==================== fp_add_align
Fig. 1: fp_add_align, metal 4
Drawn at 2 px/µm. Supply wires on this layer in gray.
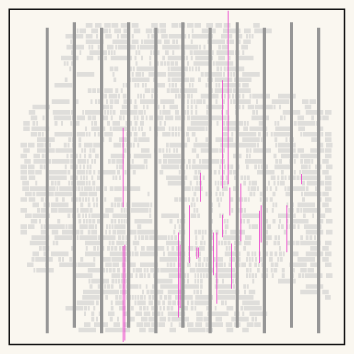

## src/rtl/fp_add_pkg.sv

```systemverilog
`default_nettype none
// ============================================================================
// Module      : fp_add_pkg
// Description : Shared widths, unpacked-operand type and field helpers for
//               the single-precision FP adder/subtractor pipeline.
// Revision    : 1.0 - initial release
// ============================================================================
package fp_add_pkg;

  localparam int EXP_W   = 8;
  localparam int FRAC_W  = 23;
  localparam int MANT_W  = 24;
  localparam int GRS_W   = 3;
  localparam int ALIGN_W = MANT_W + GRS_W;
  localparam logic [EXP_W-1:0] EXP_SPECIAL = 8'hFF;

  typedef struct packed {
    logic              sign;
    logic [EXP_W-1:0]  exp;
    logic [MANT_W-1:0] mant;
  } fp_unpacked_t;

  // Split a raw binary32 word; the hidden bit is present for any nonzero exponent.
  function automatic fp_unpacked_t fp_unpack(input logic [31:0] raw);
    fp_unpacked_t u;
    u.sign = raw[31];
    u.exp  = raw[30:FRAC_W];
    u.mant = {(raw[30:FRAC_W] != '0), raw[FRAC_W-1:0]};
    return u;
  endfunction

  // Denormals and zero share the scale of exponent 1.
  function automatic logic [EXP_W-1:0] eff_exp(input logic [EXP_W-1:0] e);
    return (e == '0) ? EXP_W'(1) : e;
  endfunction

  function automatic logic is_special(input logic [EXP_W-1:0] e);
    return (e == EXP_SPECIAL);
  endfunction

endpackage
`default_nettype wire

```

## src/rtl/fp_align_shifter.sv

```systemverilog
`default_nettype none
// ============================================================================
// Module      : fp_align_shifter
// Description : Combinational right shifter for mantissa alignment. Bits
//               shifted out are collapsed into a sticky bit ORed into bit 0.
// Ports       : i_val    [26:0] value to shift ({mantissa, guard, round, sticky})
//               i_shamt  [7:0]  right-shift amount
//               o_val    [26:0] shifted value with sticky in bit 0
// Revision    : 1.0 - initial release
// ============================================================================
module fp_align_shifter
  import fp_add_pkg::*;
(
  input  logic [ALIGN_W-1:0] i_val,
  input  logic [EXP_W-1:0]   i_shamt,
  output logic [ALIGN_W-1:0] o_val
);

  logic              w_big;
  logic [ALIGN_W-1:0] w_mask;
  logic [ALIGN_W-1:0] w_shifted;
  logic               w_sticky;

  assign w_big = (i_shamt >= EXP_W'(ALIGN_W));

  // Low i_shamt bits set: exactly the bits that fall off the right end.
  assign w_mask    = ~({ALIGN_W{1'b1}} << i_shamt[4:0]);
  assign w_shifted = w_big ? '0 : (i_val >> i_shamt[4:0]);
  assign w_sticky  = w_big ? (|i_val) : (|(i_val & w_mask));

  assign o_val = {w_shifted[ALIGN_W-1:1], w_shifted[0] | w_sticky};

endmodule
`default_nettype wire

```

## src/rtl/fp_add_align.sv

```systemverilog
`default_nettype none
// ============================================================================
// Module      : fp_add_align
// Description : Operand unpack and alignment stage of the binary32 adder.
//               Orders operands by magnitude, computes the effective
//               exponent difference and right-aligns the smaller mantissa
//               with guard/round/sticky. Two-stage valid/ready pipeline.
// Ports       : clk, rst (async, active-high)
//               i_in_valid / o_in_ready       upstream handshake
//               i_a, i_b [31:0], i_op_sub      raw operands and opcode
//               o_out_valid / i_out_ready     downstream handshake
//               o_exp_x/y, o_mantissa_x/y, o_sign_x/y   ordered fields
//               o_swap, o_do_subtract, o_exp_diff, o_aligned_y
// Revision    : 1.0 - initial release
// ============================================================================
module fp_add_align
  import fp_add_pkg::*;
(
  input  logic               clk,
  input  logic               rst,
  input  logic               i_in_valid,
  output logic               o_in_ready,
  input  logic [31:0]        i_a,
  input  logic [31:0]        i_b,
  input  logic               i_op_sub,
  output logic               o_out_valid,
  input  logic               i_out_ready,
  output logic [EXP_W-1:0]   o_exp_x,
  output logic [EXP_W-1:0]   o_exp_y,
  output logic [MANT_W-1:0]  o_mantissa_x,
  output logic [MANT_W-1:0]  o_mantissa_y,
  output logic               o_sign_x,
  output logic               o_sign_y,
  output logic               o_swap,
  output logic               o_do_subtract,
  output logic [EXP_W-1:0]   o_exp_diff,
  output logic [ALIGN_W-1:0] o_aligned_y
);

  // ---------------- handshake ----------------
  logic r_s1_valid, r_s2_valid;
  logic w_s2_load, w_in_ready, w_s1_load;

  assign w_s2_load  = !r_s2_valid || i_out_ready;
  assign w_in_ready = !r_s1_valid || w_s2_load;
  assign w_s1_load  = i_in_valid && w_in_ready;

  // ---------------- stage 1: unpack and order ----------------
  logic         w_swap;
  fp_unpacked_t w_x, w_y;
  logic [EXP_W-1:0] w_exp_diff;
  logic         w_do_sub;

  // Sign-free compare of {exp, frac}; ties keep a as the larger operand.
  assign w_swap     = (i_b[30:0] > i_a[30:0]);
  assign w_x        = fp_unpack(w_swap ? i_b : i_a);
  assign w_y        = fp_unpack(w_swap ? i_a : i_b);
  assign w_exp_diff = eff_exp(w_x.exp) - eff_exp(w_y.exp);
  assign w_do_sub   = i_op_sub ^ i_a[31] ^ i_b[31];

  fp_unpacked_t     r_s1_x, r_s1_y;
  logic             r_s1_swap, r_s1_do_sub;
  logic [EXP_W-1:0] r_s1_diff;

  always_ff @(posedge clk or posedge rst) begin
    if (rst) begin
      r_s1_valid  <= 1'b0;
      r_s1_x      <= '0;
      r_s1_y      <= '0;
      r_s1_swap   <= 1'b0;
      r_s1_do_sub <= 1'b0;
      r_s1_diff   <= '0;
    end else begin
      if (w_s1_load) begin
        r_s1_valid  <= 1'b1;
        r_s1_x      <= w_x;
        r_s1_y      <= w_y;
        r_s1_swap   <= w_swap;
        r_s1_do_sub <= w_do_sub;
        r_s1_diff   <= w_exp_diff;
      end else if (w_s2_load) begin
        // Stage 1 contents moved into stage 2 and nothing replaced them.
        r_s1_valid <= 1'b0;
      end
    end
  end

  // ---------------- stage 2: align ----------------
  logic [ALIGN_W-1:0] w_aligned;

  fp_align_shifter u_shifter (
    .i_val   ({r_s1_y.mant, {GRS_W{1'b0}}}),
    .i_shamt (r_s1_diff),
    .o_val   (w_aligned)
  );

  fp_unpacked_t       r_s2_x, r_s2_y;
  logic               r_s2_swap, r_s2_do_sub;
  logic [EXP_W-1:0]   r_s2_diff;
  logic [ALIGN_W-1:0] r_s2_aligned;

  always_ff @(posedge clk or posedge rst) begin
    if (rst) begin
      r_s2_valid   <= 1'b0;
      r_s2_x       <= '0;
      r_s2_y       <= '0;
      r_s2_swap    <= 1'b0;
      r_s2_do_sub  <= 1'b0;
      r_s2_diff    <= '0;
      r_s2_aligned <= '0;
    end else if (w_s2_load) begin
      r_s2_valid <= r_s1_valid;
      // Data only moves with a real item, so idle outputs keep the last result.
      if (r_s1_valid) begin
        r_s2_x       <= r_s1_x;
        r_s2_y       <= r_s1_y;
        r_s2_swap    <= r_s1_swap;
        r_s2_do_sub  <= r_s1_do_sub;
        r_s2_diff    <= r_s1_diff;
        r_s2_aligned <= w_aligned;
      end
    end
  end

  // ---------------- outputs ----------------
  assign o_in_ready    = w_in_ready;
  assign o_out_valid   = r_s2_valid;
  assign o_exp_x       = r_s2_x.exp;
  assign o_exp_y       = r_s2_y.exp;
  assign o_mantissa_x  = r_s2_x.mant;
  assign o_mantissa_y  = r_s2_y.mant;
  assign o_sign_x      = r_s2_x.sign;
  assign o_sign_y      = r_s2_y.sign;
  assign o_swap        = r_s2_swap;
  assign o_do_subtract = r_s2_do_sub;
  assign o_exp_diff    = r_s2_diff;
  assign o_aligned_y   = r_s2_aligned;

endmodule
`default_nettype wire

```

## config.mk

```make
export PLATFORM = sky130hd
export DESIGN_NAME = fp_add_align
export DESIGN_NICKNAME = d
export VERILOG_FILES = /design/src/rtl/fp_add_pkg.sv /design/src/rtl/fp_align_shifter.sv /design/src/rtl/fp_add_align.sv
export SDC_FILE = /design/constraint.sdc
export NUM_CORES = 1
export LEC_CHECK = 0
export ABC_AREA = 1
export CORE_MARGIN = 5
export CORE_UTILIZATION = 40
export DETAILED_ROUTE_END_ITERATION = 6
export PLACE_DENSITY = 0.72
export SLEW_MARGIN = 0
export SYNTH_ARGS = -nofsm -noshare
export SYNTH_HDL_FRONTEND = slang
export SYNTH_SLANG_ARGS = --single-unit
export TNS_END_PERCENT = 10
```

## constraint.sdc

```tcl
create_clock -name clk -period 7.8 [get_ports clk]
set_clock_uncertainty 0.05 [all_clocks]
set_input_delay 0.78 -clock clk [delete_from_list [all_inputs] [get_ports clk]]
set_output_delay 0.78 -clock clk [all_outputs]
set_load 0.02 [all_outputs]
```

==================== sci_frame_sched
### src/rtl/sci_frame_sched.sv
// Read-side frame scheduler: drains the SCI byte FIFO into header/len/payload frames for the UART.
// Build option: define SCI_FRAME_CKSUM_EN to append a mod-256 checksum byte (len + payload) to each frame.

module sci_frame_sched #(
  parameter int unsigned PTRWIDTH = 9,
  parameter int unsigned MAX_LEN  = 16,
  parameter int unsigned TIMEOUT  = 1000,
  parameter logic [7:0]  HEADER   = 8'hA5
) (
  input  logic                clk,
  input  logic                rst_n,
  input  logic                fifo_empty,
  input  logic [PTRWIDTH-1:0] fifo_usedw,
  input  logic [7:0]          fifo_dout,
  input  logic                fifo_valid,
  output logic                fifo_load,
  input  logic                tx_busy,
  output logic                tx_start,
  output logic [7:0]          tx_data,
  output logic                busy,
  output logic                frame_done
);

  localparam int unsigned CNT_W = $clog2(TIMEOUT + 1);

  localparam logic [3:0] IDLE      = 4'd0;
  localparam logic [3:0] HDR       = 4'd1;
  localparam logic [3:0] LEN       = 4'd2;
  localparam logic [3:0] FETCH     = 4'd3;
  localparam logic [3:0] WAIT_DATA = 4'd4;
  localparam logic [3:0] PAYLOAD   = 4'd5;
  localparam logic [3:0] WAIT_ACK  = 4'd7;
  localparam logic [3:0] WAIT_TX   = 4'd8;
`ifdef SCI_FRAME_CKSUM_EN
  localparam logic [3:0] CKS       = 4'd6;
`endif

  // Which byte is in flight, so WAIT_TX knows where to go next.
  localparam logic [1:0] K_HDR = 2'd0;
  localparam logic [1:0] K_LEN = 2'd1;
  localparam logic [1:0] K_PAY = 2'd2;

  logic [3:0]       state, state_nxt;
  logic [1:0]       kind, kind_nxt;
  logic [CNT_W-1:0] cnt, cnt_nxt;
  logic [7:0]       len, len_nxt;
  logic [7:0]       rem, rem_nxt;
  logic             fifo_load_nxt;
  logic             tx_start_nxt;
  logic [7:0]       tx_data_nxt;
  logic             busy_nxt;
  logic             frame_done_nxt;
`ifdef SCI_FRAME_CKSUM_EN
  logic [7:0]       cks, cks_nxt;
`endif

  logic       full_hit;
  logic       tmo_hit;
  logic [7:0] start_len;

  assign full_hit  = (32'(fifo_usedw) >= MAX_LEN);
  assign tmo_hit   = !fifo_empty && (32'(cnt) == TIMEOUT - 32'd1);
  assign start_len = full_hit ? 8'(MAX_LEN) : 8'(fifo_usedw);

  always_ff @(posedge clk or negedge rst_n) begin
    if (!rst_n) begin
      state      <= IDLE;
      kind       <= K_HDR;
      cnt        <= '0;
      len        <= 8'h00;
      rem        <= 8'h00;
      fifo_load  <= 1'b0;
      tx_start   <= 1'b0;
      tx_data    <= 8'h00;
      busy       <= 1'b0;
      frame_done <= 1'b0;
`ifdef SCI_FRAME_CKSUM_EN
      cks        <= 8'h00;
`endif
    end else begin
      state      <= state_nxt;
      kind       <= kind_nxt;
      cnt        <= cnt_nxt;
      len        <= len_nxt;
      rem        <= rem_nxt;
      fifo_load  <= fifo_load_nxt;
      tx_start   <= tx_start_nxt;
      tx_data    <= tx_data_nxt;
      busy       <= busy_nxt;
      frame_done <= frame_done_nxt;
`ifdef SCI_FRAME_CKSUM_EN
      cks        <= cks_nxt;
`endif
    end
  end

  // Next state plus next values of every registered output; strobes default low.
  always_comb begin
    state_nxt      = state;
    kind_nxt       = kind;
    cnt_nxt        = cnt;
    len_nxt        = len;
    rem_nxt        = rem;
    fifo_load_nxt  = 1'b0;
    tx_start_nxt   = 1'b0;
    tx_data_nxt    = tx_data;
    busy_nxt       = busy;
    frame_done_nxt = 1'b0;
`ifdef SCI_FRAME_CKSUM_EN
    cks_nxt        = cks;
`endif
    case (state)
      IDLE: begin
        if (full_hit || tmo_hit) begin
          len_nxt   = start_len;
          rem_nxt   = start_len;
          cnt_nxt   = '0;
          busy_nxt  = 1'b1;
          state_nxt = HDR;
`ifdef SCI_FRAME_CKSUM_EN
          cks_nxt   = 8'h00;
`endif
        end else if (fifo_empty) begin
          cnt_nxt = '0;
        end else if (32'(cnt) < TIMEOUT) begin
          cnt_nxt = cnt + CNT_W'(1);
        end
      end
      HDR: begin
        if (!tx_busy) begin
          tx_data_nxt  = HEADER;
          tx_start_nxt = 1'b1;
          kind_nxt     = K_HDR;
          state_nxt    = WAIT_ACK;
        end
      end
      LEN: begin
        tx_data_nxt  = len;
        tx_start_nxt = 1'b1;
        kind_nxt     = K_LEN;
        state_nxt    = WAIT_ACK;
`ifdef SCI_FRAME_CKSUM_EN
        cks_nxt      = cks + len;
`endif
      end
      FETCH: begin
        state_nxt = WAIT_DATA;
      end
      // Launch the byte the cycle after it arrives so tx_data and tx_start change together.
      WAIT_DATA: begin
        if (fifo_valid) begin
          tx_data_nxt  = fifo_dout;
          tx_start_nxt = 1'b1;
          rem_nxt      = rem - 8'd1;
          kind_nxt     = K_PAY;
          state_nxt    = PAYLOAD;
`ifdef SCI_FRAME_CKSUM_EN
          cks_nxt      = cks + fifo_dout;
`endif
        end
      end
      PAYLOAD: begin
        state_nxt = WAIT_ACK;
      end
`ifdef SCI_FRAME_CKSUM_EN
      CKS: begin
        tx_data_nxt  = cks;
        tx_start_nxt = 1'b1;
        kind_nxt     = 2'd3;
        state_nxt    = WAIT_ACK;
      end
`endif
      WAIT_ACK: begin
        state_nxt = WAIT_TX;
      end
      WAIT_TX: begin
        if (!tx_busy) begin
          case (kind)
            K_HDR: state_nxt = LEN;
            K_LEN: begin
              fifo_load_nxt = 1'b1;
              state_nxt     = FETCH;
            end
            K_PAY: begin
              if (rem != 8'd0) begin
                fifo_load_nxt = 1'b1;
                state_nxt     = FETCH;
              end else begin
`ifdef SCI_FRAME_CKSUM_EN
                state_nxt      = CKS;
`else
                frame_done_nxt = 1'b1;
                busy_nxt       = 1'b0;
                state_nxt      = IDLE;
`endif
              end
            end
            default: begin
              frame_done_nxt = 1'b1;
              busy_nxt       = 1'b0;
              state_nxt      = IDLE;
            end
          endcase
        end
      end
      default: begin
        state_nxt = IDLE;
      end
    endcase
  end

endmodule
### config.mk
export PLATFORM = sky130hd
export DESIGN_NAME = sci_frame_sched
export DESIGN_NICKNAME = d
export VERILOG_FILES = /design/src/rtl/sci_frame_sched.sv
export SDC_FILE = /design/constraint.sdc
export NUM_CORES = 1
export LEC_CHECK = 0
export CORE_ASPECT_RATIO = 1.5
export CORE_MARGIN = 1
export CORE_UTILIZATION = 45
export CTS_CLUSTER_DIAMETER = 80
export DETAILED_ROUTE_END_ITERATION = 16
export GPL_TIMING_DRIVEN = 0
export MAX_ROUTING_LAYER = met4
export PLACE_DENSITY = 0.68
export SETUP_SLACK_MARGIN = 0.2
export SYNTH_ARGS = -nofsm -noshare
export SYNTH_HDL_FRONTEND = slang
export SYNTH_SLANG_ARGS = --single-unit
### constraint.sdc
create_clock -name clk -period 2.5 [get_ports clk]
set_clock_uncertainty 0.2 [all_clocks]
set_input_delay 0.25 -clock clk [delete_from_list [all_inputs] [get_ports clk]]
set_output_delay 0.25 -clock clk [all_outputs]
set_load 0.005 [all_outputs]
==================== uart_tx_fifo
**src/rtl/uart_tx_fifo.sv**
```systemverilog
// Buffered 8N1 UART transmitter: a small circular FIFO feeds an LSB-first serializer.
// The state encoding and parameter set are shared with uart_rx so the two can be looped back directly.
`timescale 1ns/1ps
module uart_tx_fifo #(
  parameter int CLK_RATE   = 50000000,
  parameter int BAUD_RATE  = 115200,
  parameter int FIFO_DEPTH = 4
) (
  input  logic                          clk,
  input  logic                          rstn,
  input  logic [7:0]                    data_in,
  input  logic                          data_wr,
  output logic                          ready,
  output logic [$clog2(FIFO_DEPTH):0]   fifo_count,
  output logic                          tx,
  output logic                          busy,
  output logic [1:0]                    state_bits
);
  localparam int CLOCKS_PER_BIT = CLK_RATE / BAUD_RATE;
  localparam int CNT_W          = (CLOCKS_PER_BIT > 1) ? $clog2(CLOCKS_PER_BIT) : 1;
  localparam int PTR_W          = $clog2(FIFO_DEPTH);
  localparam logic [CNT_W-1:0] CNT_LAST = CNT_W'(CLOCKS_PER_BIT - 1);
  localparam logic [PTR_W:0]   CNT_FULL = (PTR_W + 1)'(FIFO_DEPTH);

  typedef enum logic [1:0] {
    IDLE  = 2'b00,
    START = 2'b01,
    DATA  = 2'b11,
    STOP  = 2'b10
  } state_t;

  state_t           r_state;
  logic [CNT_W-1:0] r_baud_cnt;
  logic [2:0]       r_bit_idx;
  logic [7:0]       r_shift;
  logic             r_tx;
  logic             r_busy;

  logic [7:0]       r_mem [FIFO_DEPTH];
  logic [PTR_W-1:0] r_wptr;
  logic [PTR_W-1:0] r_rptr;
  logic [PTR_W:0]   r_count;

  logic w_full;
  logic w_empty;
  logic w_bit_end;
  logic w_push;
  logic w_pop;

  // Pop decisions use the count before this edge, so a byte written now is first seen next cycle.
  assign w_full    = (r_count == CNT_FULL);
  assign w_empty   = (r_count == {(PTR_W + 1){1'b0}});
  assign w_bit_end = (r_baud_cnt == CNT_LAST);
  assign w_push    = data_wr && !w_full;
  assign w_pop     = !w_empty && ((r_state == IDLE) || ((r_state == STOP) && w_bit_end));

  assign ready      = !w_full;
  assign fifo_count = r_count;
  assign tx         = r_tx;
  assign busy       = r_busy;
  assign state_bits = r_state;

  // FIFO storage, pointers and occupancy
  always_ff @(posedge clk or negedge rstn) begin
    if (!rstn) begin
      for (int i = 0; i < FIFO_DEPTH; i++) begin
        r_mem[i] <= 8'h00;
      end
      r_wptr  <= {PTR_W{1'b0}};
      r_rptr  <= {PTR_W{1'b0}};
      r_count <= {(PTR_W + 1){1'b0}};
    end else begin
      if (w_push) begin
        r_mem[r_wptr] <= data_in;
        r_wptr        <= r_wptr + 1'b1;
      end
      if (w_pop) begin
        r_rptr <= r_rptr + 1'b1;
      end
      case ({w_push, w_pop})
        2'b10:   r_count <= r_count + 1'b1;
        2'b01:   r_count <= r_count - 1'b1;
        default: r_count <= r_count;
      endcase
    end
  end

  // Serializer FSM; tx and busy are set on the edge that enters each state
  always_ff @(posedge clk or negedge rstn) begin
    if (!rstn) begin
      r_state    <= IDLE;
      r_baud_cnt <= {CNT_W{1'b0}};
      r_bit_idx  <= 3'd0;
      r_shift    <= 8'h00;
      r_tx       <= 1'b1;
      r_busy     <= 1'b0;
    end else begin
      case (r_state)
        IDLE: begin
          r_baud_cnt <= {CNT_W{1'b0}};
          if (w_pop) begin
            r_shift <= r_mem[r_rptr];
            r_state <= START;
            r_tx    <= 1'b0;
            r_busy  <= 1'b1;
          end else begin
            r_tx    <= 1'b1;
            r_busy  <= 1'b0;
          end
        end
        START: begin
          if (w_bit_end) begin
            r_baud_cnt <= {CNT_W{1'b0}};
            r_bit_idx  <= 3'd0;
            r_state    <= DATA;
            r_tx       <= r_shift[0];
          end else begin
            r_baud_cnt <= r_baud_cnt + 1'b1;
          end
        end
        DATA: begin
          if (w_bit_end) begin
            r_baud_cnt <= {CNT_W{1'b0}};
            r_shift    <= {1'b0, r_shift[7:1]};
            if (r_bit_idx == 3'd7) begin
              r_state <= STOP;
              r_tx    <= 1'b1;
            end else begin
              r_bit_idx <= r_bit_idx + 3'd1;
              r_tx      <= r_shift[1];
            end
          end else begin
            r_baud_cnt <= r_baud_cnt + 1'b1;
          end
        end
        STOP: begin
          if (w_bit_end) begin
            r_baud_cnt <= {CNT_W{1'b0}};
            if (w_pop) begin
              r_shift <= r_mem[r_rptr];
              r_state <= START;
              r_tx    <= 1'b0;
            end else begin
              r_state <= IDLE;
              r_tx    <= 1'b1;
              r_busy  <= 1'b0;
            end
          end else begin
            r_baud_cnt <= r_baud_cnt + 1'b1;
          end
        end
        default: begin
          r_state    <= IDLE;
          r_baud_cnt <= {CNT_W{1'b0}};
          r_bit_idx  <= 3'd0;
          r_tx       <= 1'b1;
          r_busy     <= 1'b0;
        end
      endcase
    end
  end
endmodule

```
**config.mk**
```make
export PLATFORM = sky130hd
export DESIGN_NAME = uart_tx_fifo
export DESIGN_NICKNAME = d
export VERILOG_FILES = /design/src/rtl/uart_tx_fifo.sv
export SDC_FILE = /design/constraint.sdc
export NUM_CORES = 1
export LEC_CHECK = 0
export CORE_MARGIN = 5
export CORE_UTILIZATION = 59
export CTS_CLUSTER_DIAMETER = 120
export DETAILED_ROUTE_END_ITERATION = 8
export PLACE_DENSITY = 0.8
export SYNTH_ARGS = -nofsm -noshare
export SYNTH_HDL_FRONTEND = slang
export SYNTH_SLANG_ARGS = --single-unit
export TNS_END_PERCENT = 5
```
**constraint.sdc**
```tcl
create_clock -name clk -period 2.33 [get_ports clk]
set_input_delay 0.5825 -clock clk [delete_from_list [all_inputs] [get_ports clk]]
set_output_delay 0.5825 -clock clk [all_outputs]
set_load 0.1 [all_outputs]
```
==================== fetch_pc_unit
[src/rtl/fetch_pc_unit_pkg.sv]
// Shared definitions for the IF-stage PC generator: FSM encoding and fetch constants.
package fetch_pc_unit_pkg;

  typedef enum logic {
    BOOT = 1'b0,
    RUN  = 1'b1
  } fetch_state_e;

  localparam logic [31:0] NOP_INSTR_C   = 32'h0000_0013;
  localparam logic [6:0]  BRANCH_OPCODE = 7'b1100011;
  localparam int unsigned PC_INC        = 4;

endpackage

[src/rtl/fetch_pc_unit_sat_counter.sv]
// Saturating up-counter with asynchronous active-low reset; holds at all-ones.
module sat_counter #(
  parameter int WIDTH = 32
) (
  input  logic             clk,
  input  logic             rst,
  input  logic             inc,
  output logic [WIDTH-1:0] cnt
);

  function automatic logic [WIDTH-1:0] sat_inc(input logic [WIDTH-1:0] v);
    return (&v) ? v : v + WIDTH'(1);
  endfunction

  always_ff @(posedge clk or negedge rst) begin
    if (!rst) begin
      cnt <= '0;
    end else if (inc) begin
      cnt <= sat_inc(cnt);
    end
  end

endmodule

[src/rtl/fetch_pc_unit.sv]
// IF-stage PC generator with IF/ID register, redirect flush and branch statistics.
module fetch_pc_unit
  import fetch_pc_unit_pkg::*;
#(
  parameter int                    DATA_WIDTH = 32,
  parameter logic [DATA_WIDTH-1:0] RESET_PC   = '0,
  parameter int                    CNT_WIDTH  = 32,
  parameter logic [DATA_WIDTH-1:0] NOP_INSTR  = DATA_WIDTH'(NOP_INSTR_C)
) (
  input  logic                  clk,
  input  logic                  rst,
  input  logic                  load_use_flag,
  input  logic                  pcsrc,
  input  logic [DATA_WIDTH-1:0] branch_target_M,
  input  logic                  branch_M,
  input  logic                  correct,
  input  logic                  error,
  input  logic [DATA_WIDTH-1:0] new_label,
  input  logic                  prediction,
  input  logic [DATA_WIDTH-1:0] label,
  input  logic [DATA_WIDTH-1:0] instr_F,
  output logic [DATA_WIDTH-1:0] pc,
  output logic [DATA_WIDTH-1:0] pc_D,
  output logic [DATA_WIDTH-1:0] instr_D,
  output logic                  valid_D,
  output logic                  flush_pipe,
  output logic [CNT_WIDTH-1:0]  branch_cnt,
  output logic [CNT_WIDTH-1:0]  mispredict_cnt
);

  fetch_state_e          state_q, state_d;
  logic [DATA_WIDTH-1:0] pc_p0;
  logic [DATA_WIDTH-1:0] pc_p1, instr_p1;
  logic                  vld_p1;
  logic                  mispred_nt, redirect, in_run;

  assign in_run     = (state_q == RUN);
  assign mispred_nt = pcsrc & ~correct;
  // error implies pcsrc=0, so the two redirect sources never legitimately overlap
  assign redirect   = in_run & (error | mispred_nt);
  assign flush_pipe = redirect;

  always_comb begin
    state_d  = state_q;
    pc_p0    = pc;
    pc_p1    = pc_D;
    instr_p1 = instr_D;
    vld_p1   = valid_D;
    if (!in_run) begin
      state_d  = RUN;
      pc_p0    = RESET_PC;
      pc_p1    = '0;
      instr_p1 = NOP_INSTR;
      vld_p1   = 1'b0;
    end else begin
      if (error)              pc_p0 = new_label;
      else if (mispred_nt)    pc_p0 = branch_target_M;
      else if (load_use_flag) pc_p0 = pc;
      else if (prediction)    pc_p0 = label;
      else                    pc_p0 = pc + DATA_WIDTH'(PC_INC);

      // a redirect squashes the stalled, younger instruction
      if (redirect) begin
        pc_p1    = '0;
        instr_p1 = NOP_INSTR;
        vld_p1   = 1'b0;
      end else if (!load_use_flag) begin
        pc_p1    = pc;
        instr_p1 = instr_F;
        vld_p1   = 1'b1;
      end
    end
  end

  // IF stage -> IF/ID boundary
  always_ff @(posedge clk or negedge rst) begin
    if (!rst) begin
      state_q <= BOOT;
      pc      <= RESET_PC;
      pc_D    <= '0;
      instr_D <= NOP_INSTR;
      valid_D <= 1'b0;
    end else begin
      state_q <= state_d;
      pc      <= pc_p0;
      pc_D    <= pc_p1;
      instr_D <= instr_p1;
      valid_D <= vld_p1;
    end
  end

  sat_counter #(.WIDTH(CNT_WIDTH)) u_branch_cnt (
    .clk (clk),
    .rst (rst),
    .inc (branch_M & in_run),
    .cnt (branch_cnt)
  );

  sat_counter #(.WIDTH(CNT_WIDTH)) u_mispredict_cnt (
    .clk (clk),
    .rst (rst),
    .inc (redirect),
    .cnt (mispredict_cnt)
  );

endmodule

[config.mk]
export PLATFORM = sky130hd
export DESIGN_NAME = fetch_pc_unit
export DESIGN_NICKNAME = d
export VERILOG_FILES = /design/src/rtl/fetch_pc_unit_pkg.sv /design/src/rtl/fetch_pc_unit_sat_counter.sv /design/src/rtl/fetch_pc_unit.sv
export SDC_FILE = /design/constraint.sdc
export NUM_CORES = 1
export LEC_CHECK = 0
export CAP_MARGIN = 40
export CORE_UTILIZATION = 32
export DETAILED_ROUTE_END_ITERATION = 6
export RECOVER_POWER = 25
export SETUP_SLACK_MARGIN = 0.4
export SYNTH_ARGS = -nofsm -noshare
export SYNTH_HDL_FRONTEND = slang
export SYNTH_SLANG_ARGS = --single-unit
[constraint.sdc]
create_clock -name clk -period 2.6 [get_ports clk]
set_input_delay 0.52 -clock clk [delete_from_list [all_inputs] [get_ports clk]]
set_output_delay 0.52 -clock clk [all_outputs]
set_load 0.01 [all_outputs]
Fig. 2: fp_add_align, ports around the boundary
Drawn at 2 px/µm. Pins as bars across the die edge, other pins in gray.
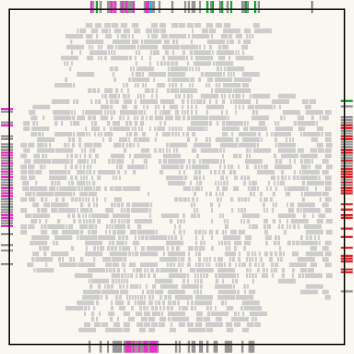
[i_a] magenta | pins: 32 | direction: input | edge: 13 west, 11 south, 8 north
[o_aligned_y] red | pins: 27 | direction: output | edge: east
[i_op_sub] cyan | pins: 1 | direction: input | edge: north
[o_exp_y] green | pins: 8 | direction: output | edge: 7 north, 1 east
all pins by edge: 45 south, 44 north, 44 east, 41 west

Notes on Fig. 1 above:
longest straight run: 86.4 µm
main direction: vertical
wire length on this layer: 605 µm
vias: 9028
WL final: 29100 µm

==> results.cfg, fp_add_align <==
; implementation run metrics
[floorplanning]
dieArea_um2 = 27800
tap_cells = 324
fp.dieW_um = 167
io-pin-count = 174

[yosys]
postSynthSeqShare = 0.460
top_area_cell = dfrtp_1
synth_area_per_cell_um2 = 7.76

[global_routing]
top_usage_layer = met1

[final_layout]
seq_share = 0.368
layout.cells.non_filler = 1737
mostFrequentLayoutCells = nand2_1 (355), o21ai_0 (223), dfrtp_1 (181)

[final_timing]
rsz0062_at_grt = no

[detailed_routing]
met3_wirelength_um = 1560
dr.pass1.iters = 5

[clocking]
cts_buffer_depth = 2
htree_levels = 4
cts_tree = built
cts_sinks = 181

[worst_setup_path]
cp_slowest_cell = nand2_4
cp.required_ps = 8040

[power_and_ir_drop]
powerComb_w = 0.00161
p_int_w = 0.00223
total_power_w = 0.00384

[placement]
dp_hpwl_um = 21700

[status]
status = finished clean
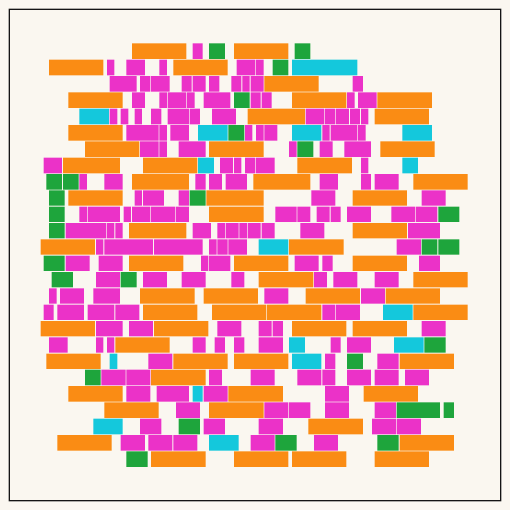
Fig. 3. Cells colored by class (uart_tx_fifo).
Drawn at 6 px/µm.
[clock drivers and dummy loads] cyan | cells: 16 | share of their area: 5.8%
[other buffers and delay cells] green | cells: 27 | share of their area: 6.8%
[flops] orange | cells: 63 | share of their area: 46%
[combinational and other logic] magenta | cells: 173 | share of their area: 42%

Fig. 4: uart_tx_fifo, clock wiring as the flow saved it
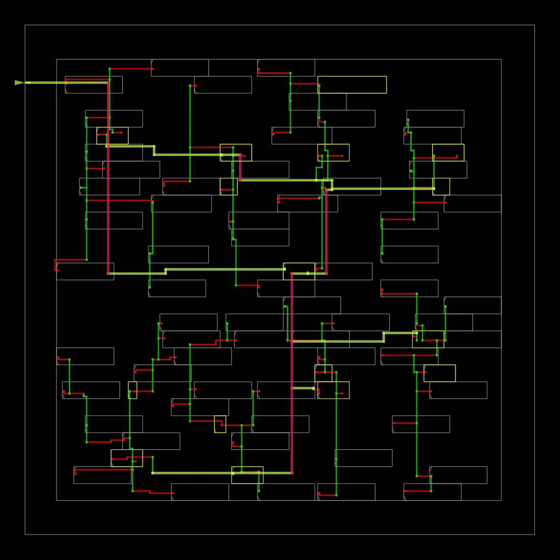
# clock sinks: 63
Seq Cell Count: 63

==> results.cfg, uart_tx_fifo <==
; implementation run metrics
[yosys]
most_common_cell = dfrtp_1
yosys.area_share.simple = 0.0958
yosys_cells = 241
synth.comb.largest_family = multiplexers
synthArstFlopShare = 1.00

[global_routing]
grt_max_degree = 27
grt_remaining_overflow = 0
grt_use_met3 = 0.0691

[worst_setup_path]
reg2reg_from = r_baud_cnt[1]
startpoint = r_baud_cnt[1]
critPathKind = flop to flop
max_stage_delay_ps = 390
path_buffers = 2
crit_path_end = fifo_count[2]
cp_slowest_cell = dfrtp_1
r2r_setup_slack_ps = 130

[final_layout]
buffers = 27
final_cell_area_um2 = 3540
clk_share = 0.0562
logic_area_um2 = 1390
buf_share = 0.0665
mostFrequentLayoutCells = dfrtp_1 (57), mux2_2 (44), buf_4 (16)
num-multi-input-gates = 162
top_regs = r_mem x32, r_baud_cnt x9, r_shift x8
sh_comb_area = 0.393
nClkBuffers = 11
area_growth_syn_to_layout_pct = 16.8

[placement]
place.gp.congestion = 0.785
dp_hpwl_um = 3940

[final_timing]
slew_viol_final = 0
worst_slew_pin_slew_ps = 727
finalHoldViolations = 0
finalSetupViolCount = 0

[detailed_routing]
via_per_inst = 5.59
first_iter_violations = 100
wl_per_cell_um = 16.1
drcViolationCount = 0
met3_wirelength_um = 182
antenna_left = 0
top_layer = met4

[floorplanning]
dieArea_um2 = 6670
core_um2 = 5040
tap_cells = 70

[clocking]
hold_buffers = 0
htree_levels = 3
clock-root-buffer = clkbuf_8

[power_and_ir_drop]
power_frac_seq = 0.431

[status]
status = finished clean
Fig. 5: fetch_pc_unit, clock wiring as the flow saved it
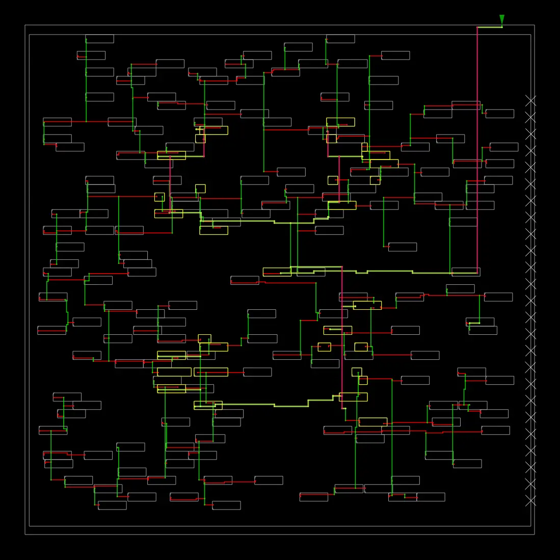
P_clk: 0.00263 W
Layout clock buffers: 17

==> results.cfg, fetch_pc_unit <==
; implementation run metrics
[status]
status = complete, but fails checks
violations = DRC

[floorplanning]
initCoreUtil = 0.329
tap_cells = 335
row_count = 59
core_um2 = 26300
die_h_um = 166
fp.dieW_um = 166

[power_and_ir_drop]
leakage_nw = 5.45
power_frac_seq = 0.424
maxPowerGroup = sequential cells
powerDensity_nw_per_um2 = 537
swShare = 0.293
powerSeq_w = 0.00291
p_int_w = 0.00485

[final_layout]
layout_top_cell = clkdlybuf4s50_1
buffers = 336
seq_share = 0.317
layout.cells.non_filler = 1533
clk_share = 0.0463
nets = 1323
sh_comb_area = 0.341
n_antenna_cell = 2

[yosys]
synth.top_cell.area_share = 0.460
synthXorXnorAreaFrac = 0.0679
top_cells_by_count = dfrtp_1 (159), nor2_1 (101), mux2i_1 (70)
synth.distinct_cells = 80
postSynthSeqShare = 0.470
ys_chip_area_um2 = 8640
top_area_cell = dfrtp_1
ys_warn_count = 0
yosys.area_share.simple = 0.226

[min_path]
min_to = u_mispredict_cnt.cnt[13]
hold_path_startpoint = u_mispredict_cnt.cnt[13]

[final_timing]
finalHoldViolations = 0
worst_slew_pin_slew_ps = 1290
rsz0062_at_grt = yes
period_used_share = 0.825
min_period_ps = 2140
fin_hold_ws_ps = 494
skew_ps = 14.0

[worst_setup_path]
startpoint = correct
path_delay_family = buffers and inverters
path_buffers = 3
cp_num_cells = 5
cp.required_ps = 2080
max_stage_delay_ps = 470
worstSetupEndpointType = output port
critPathLaunchType = primary input

[global_routing]
met1_usage = 0.295
top_usage_layer = met2
grt_pass1_wl_um = 48300
met2_usage = 0.359

[placement]
place.gp.congestion = 0.893
placed_cell_area_um2 = 12200
dp_slack_ps = -6.61
placed_cells = 1499

[clocking]
cts_buffer_depth = 2

[detailed_routing]
wl_met2_um = 14300
wl_met1_um = 13400
via_per_inst = 5.34
dr.pass1.iters = 7
wl_per_cell_um = 20.0
drcViolationCount = 25
finalWirelength_um = 30700

[flow_run]
max-cap-violations = 0
Fig. 6: sci_frame_sched, clock wiring as the flow saved it
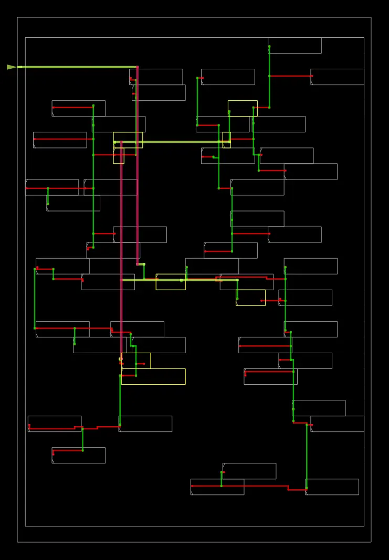
Worst-Skew Late Latency: 300 ps
# clock sinks: 44
Seq Cell Count: 44

==> results.cfg, sci_frame_sched <==
; implementation run metrics
[worst_setup_path]
reg2reg_from = state[3]
rr_worst_depth = 6
path_max_fanout = 10
crit_arrival_ps = 2140

[status]
status = finished clean

[global_routing]
grt_usage = 0.228
top_usage_layer = met2

[yosys]
edf_count = 0
synth.comb.largest_family = simple AND/OR/NAND/NOR gates
synth.distinct_cells = 55
aoi_share = 0.215
ys.flops = 44

[floorplanning]
fp.dieW_um = 61.0
row_count = 31
die_h_um = 90.5

[final_layout]
mostFrequentLayoutCells = dfrtp_1 (44), clkdlybuf4s50_1 (32), nor2_1 (25), nand2_1 (25), o21ai_0 (16)
num-multi-input-gates = 181
nonClockInverterCount = 10

[final_timing]
rsz0062_at_grt = no
setup_ws_ps = 344
fin_hold_ws_ps = 156

[power_and_ir_drop]
clock_power_share = 0.180
p_sw_w = 0.00112
powerDensity_nw_per_um2 = 1020
total_power_w = 0.00295

[clocking]
numCtsBuffers = 5

[placement]
placed_cell_area_um2 = 2780
dp_slack_ps = 11.4

[detailed_routing]
wl_met2_um = 2980
antenna_left = 0


==> gallery <==
Ports around the boundary.
shot_01.png
Drawn at 4 px/µm. Pins as bars across the die edge, other pins in gray.
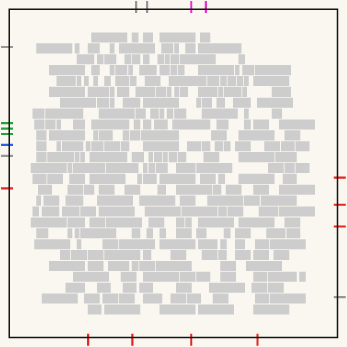
shot_02.png
Drawn at 4 px/µm. Pins as bars across the die edge, other pins in gray.
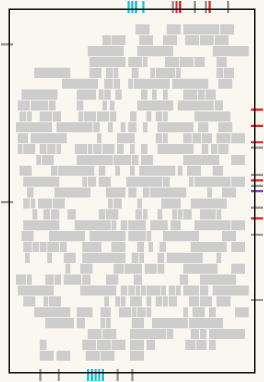
shot_03.png
Drawn at 2 px/µm. Pins as bars across the die edge, other pins in gray.
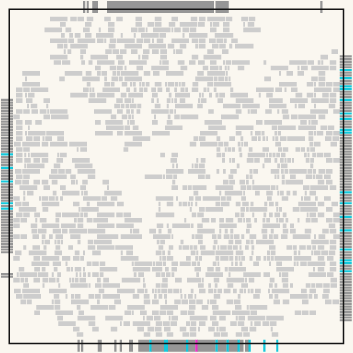
- fewest pins: shot_01.png
- uart_tx_fifo = shot_01.png
- fetch_pc_unit = shot_03.png
- sci_frame_sched = shot_02.png

Key to shot_02.png:
[fifo_dout] red | pins: 8 | direction: input | edge: 5 east, 3 north
[frame_done] purple | pins: 1 | direction: output | edge: east
[fifo_usedw] cyan | pins: 9 | direction: input | edge: 5 south, 4 north
all pins by edge: 12 east, 11 north, 9 south, 2 west


==> notes/layouts.md <==
Pictures saved along the way, in no particular order.

A small window of the routed layout.
(a)
Window x 100 to 150, y 100 to 150 µm. Cells in gray, sequential cells in the stronger gray; small squares are vias.
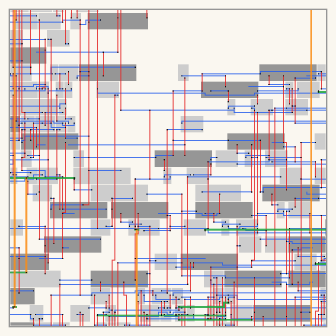
(b)
Window x 100 to 150, y 100 to 150 µm. Cells in gray, sequential cells in the stronger gray; small squares are vias.
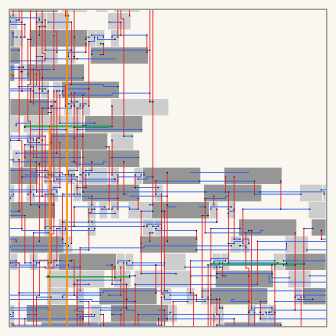
(c)
Window x 32 to 82, y 32 to 82 µm. Cells in gray, sequential cells in the stronger gray; small squares are vias.
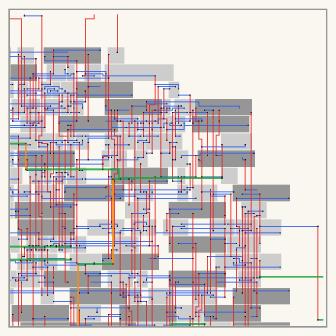
(b): fp_add_align
(a): fetch_pc_unit
(c): uart_tx_fifo

Power is estimated from default activity; no workload was simulated.
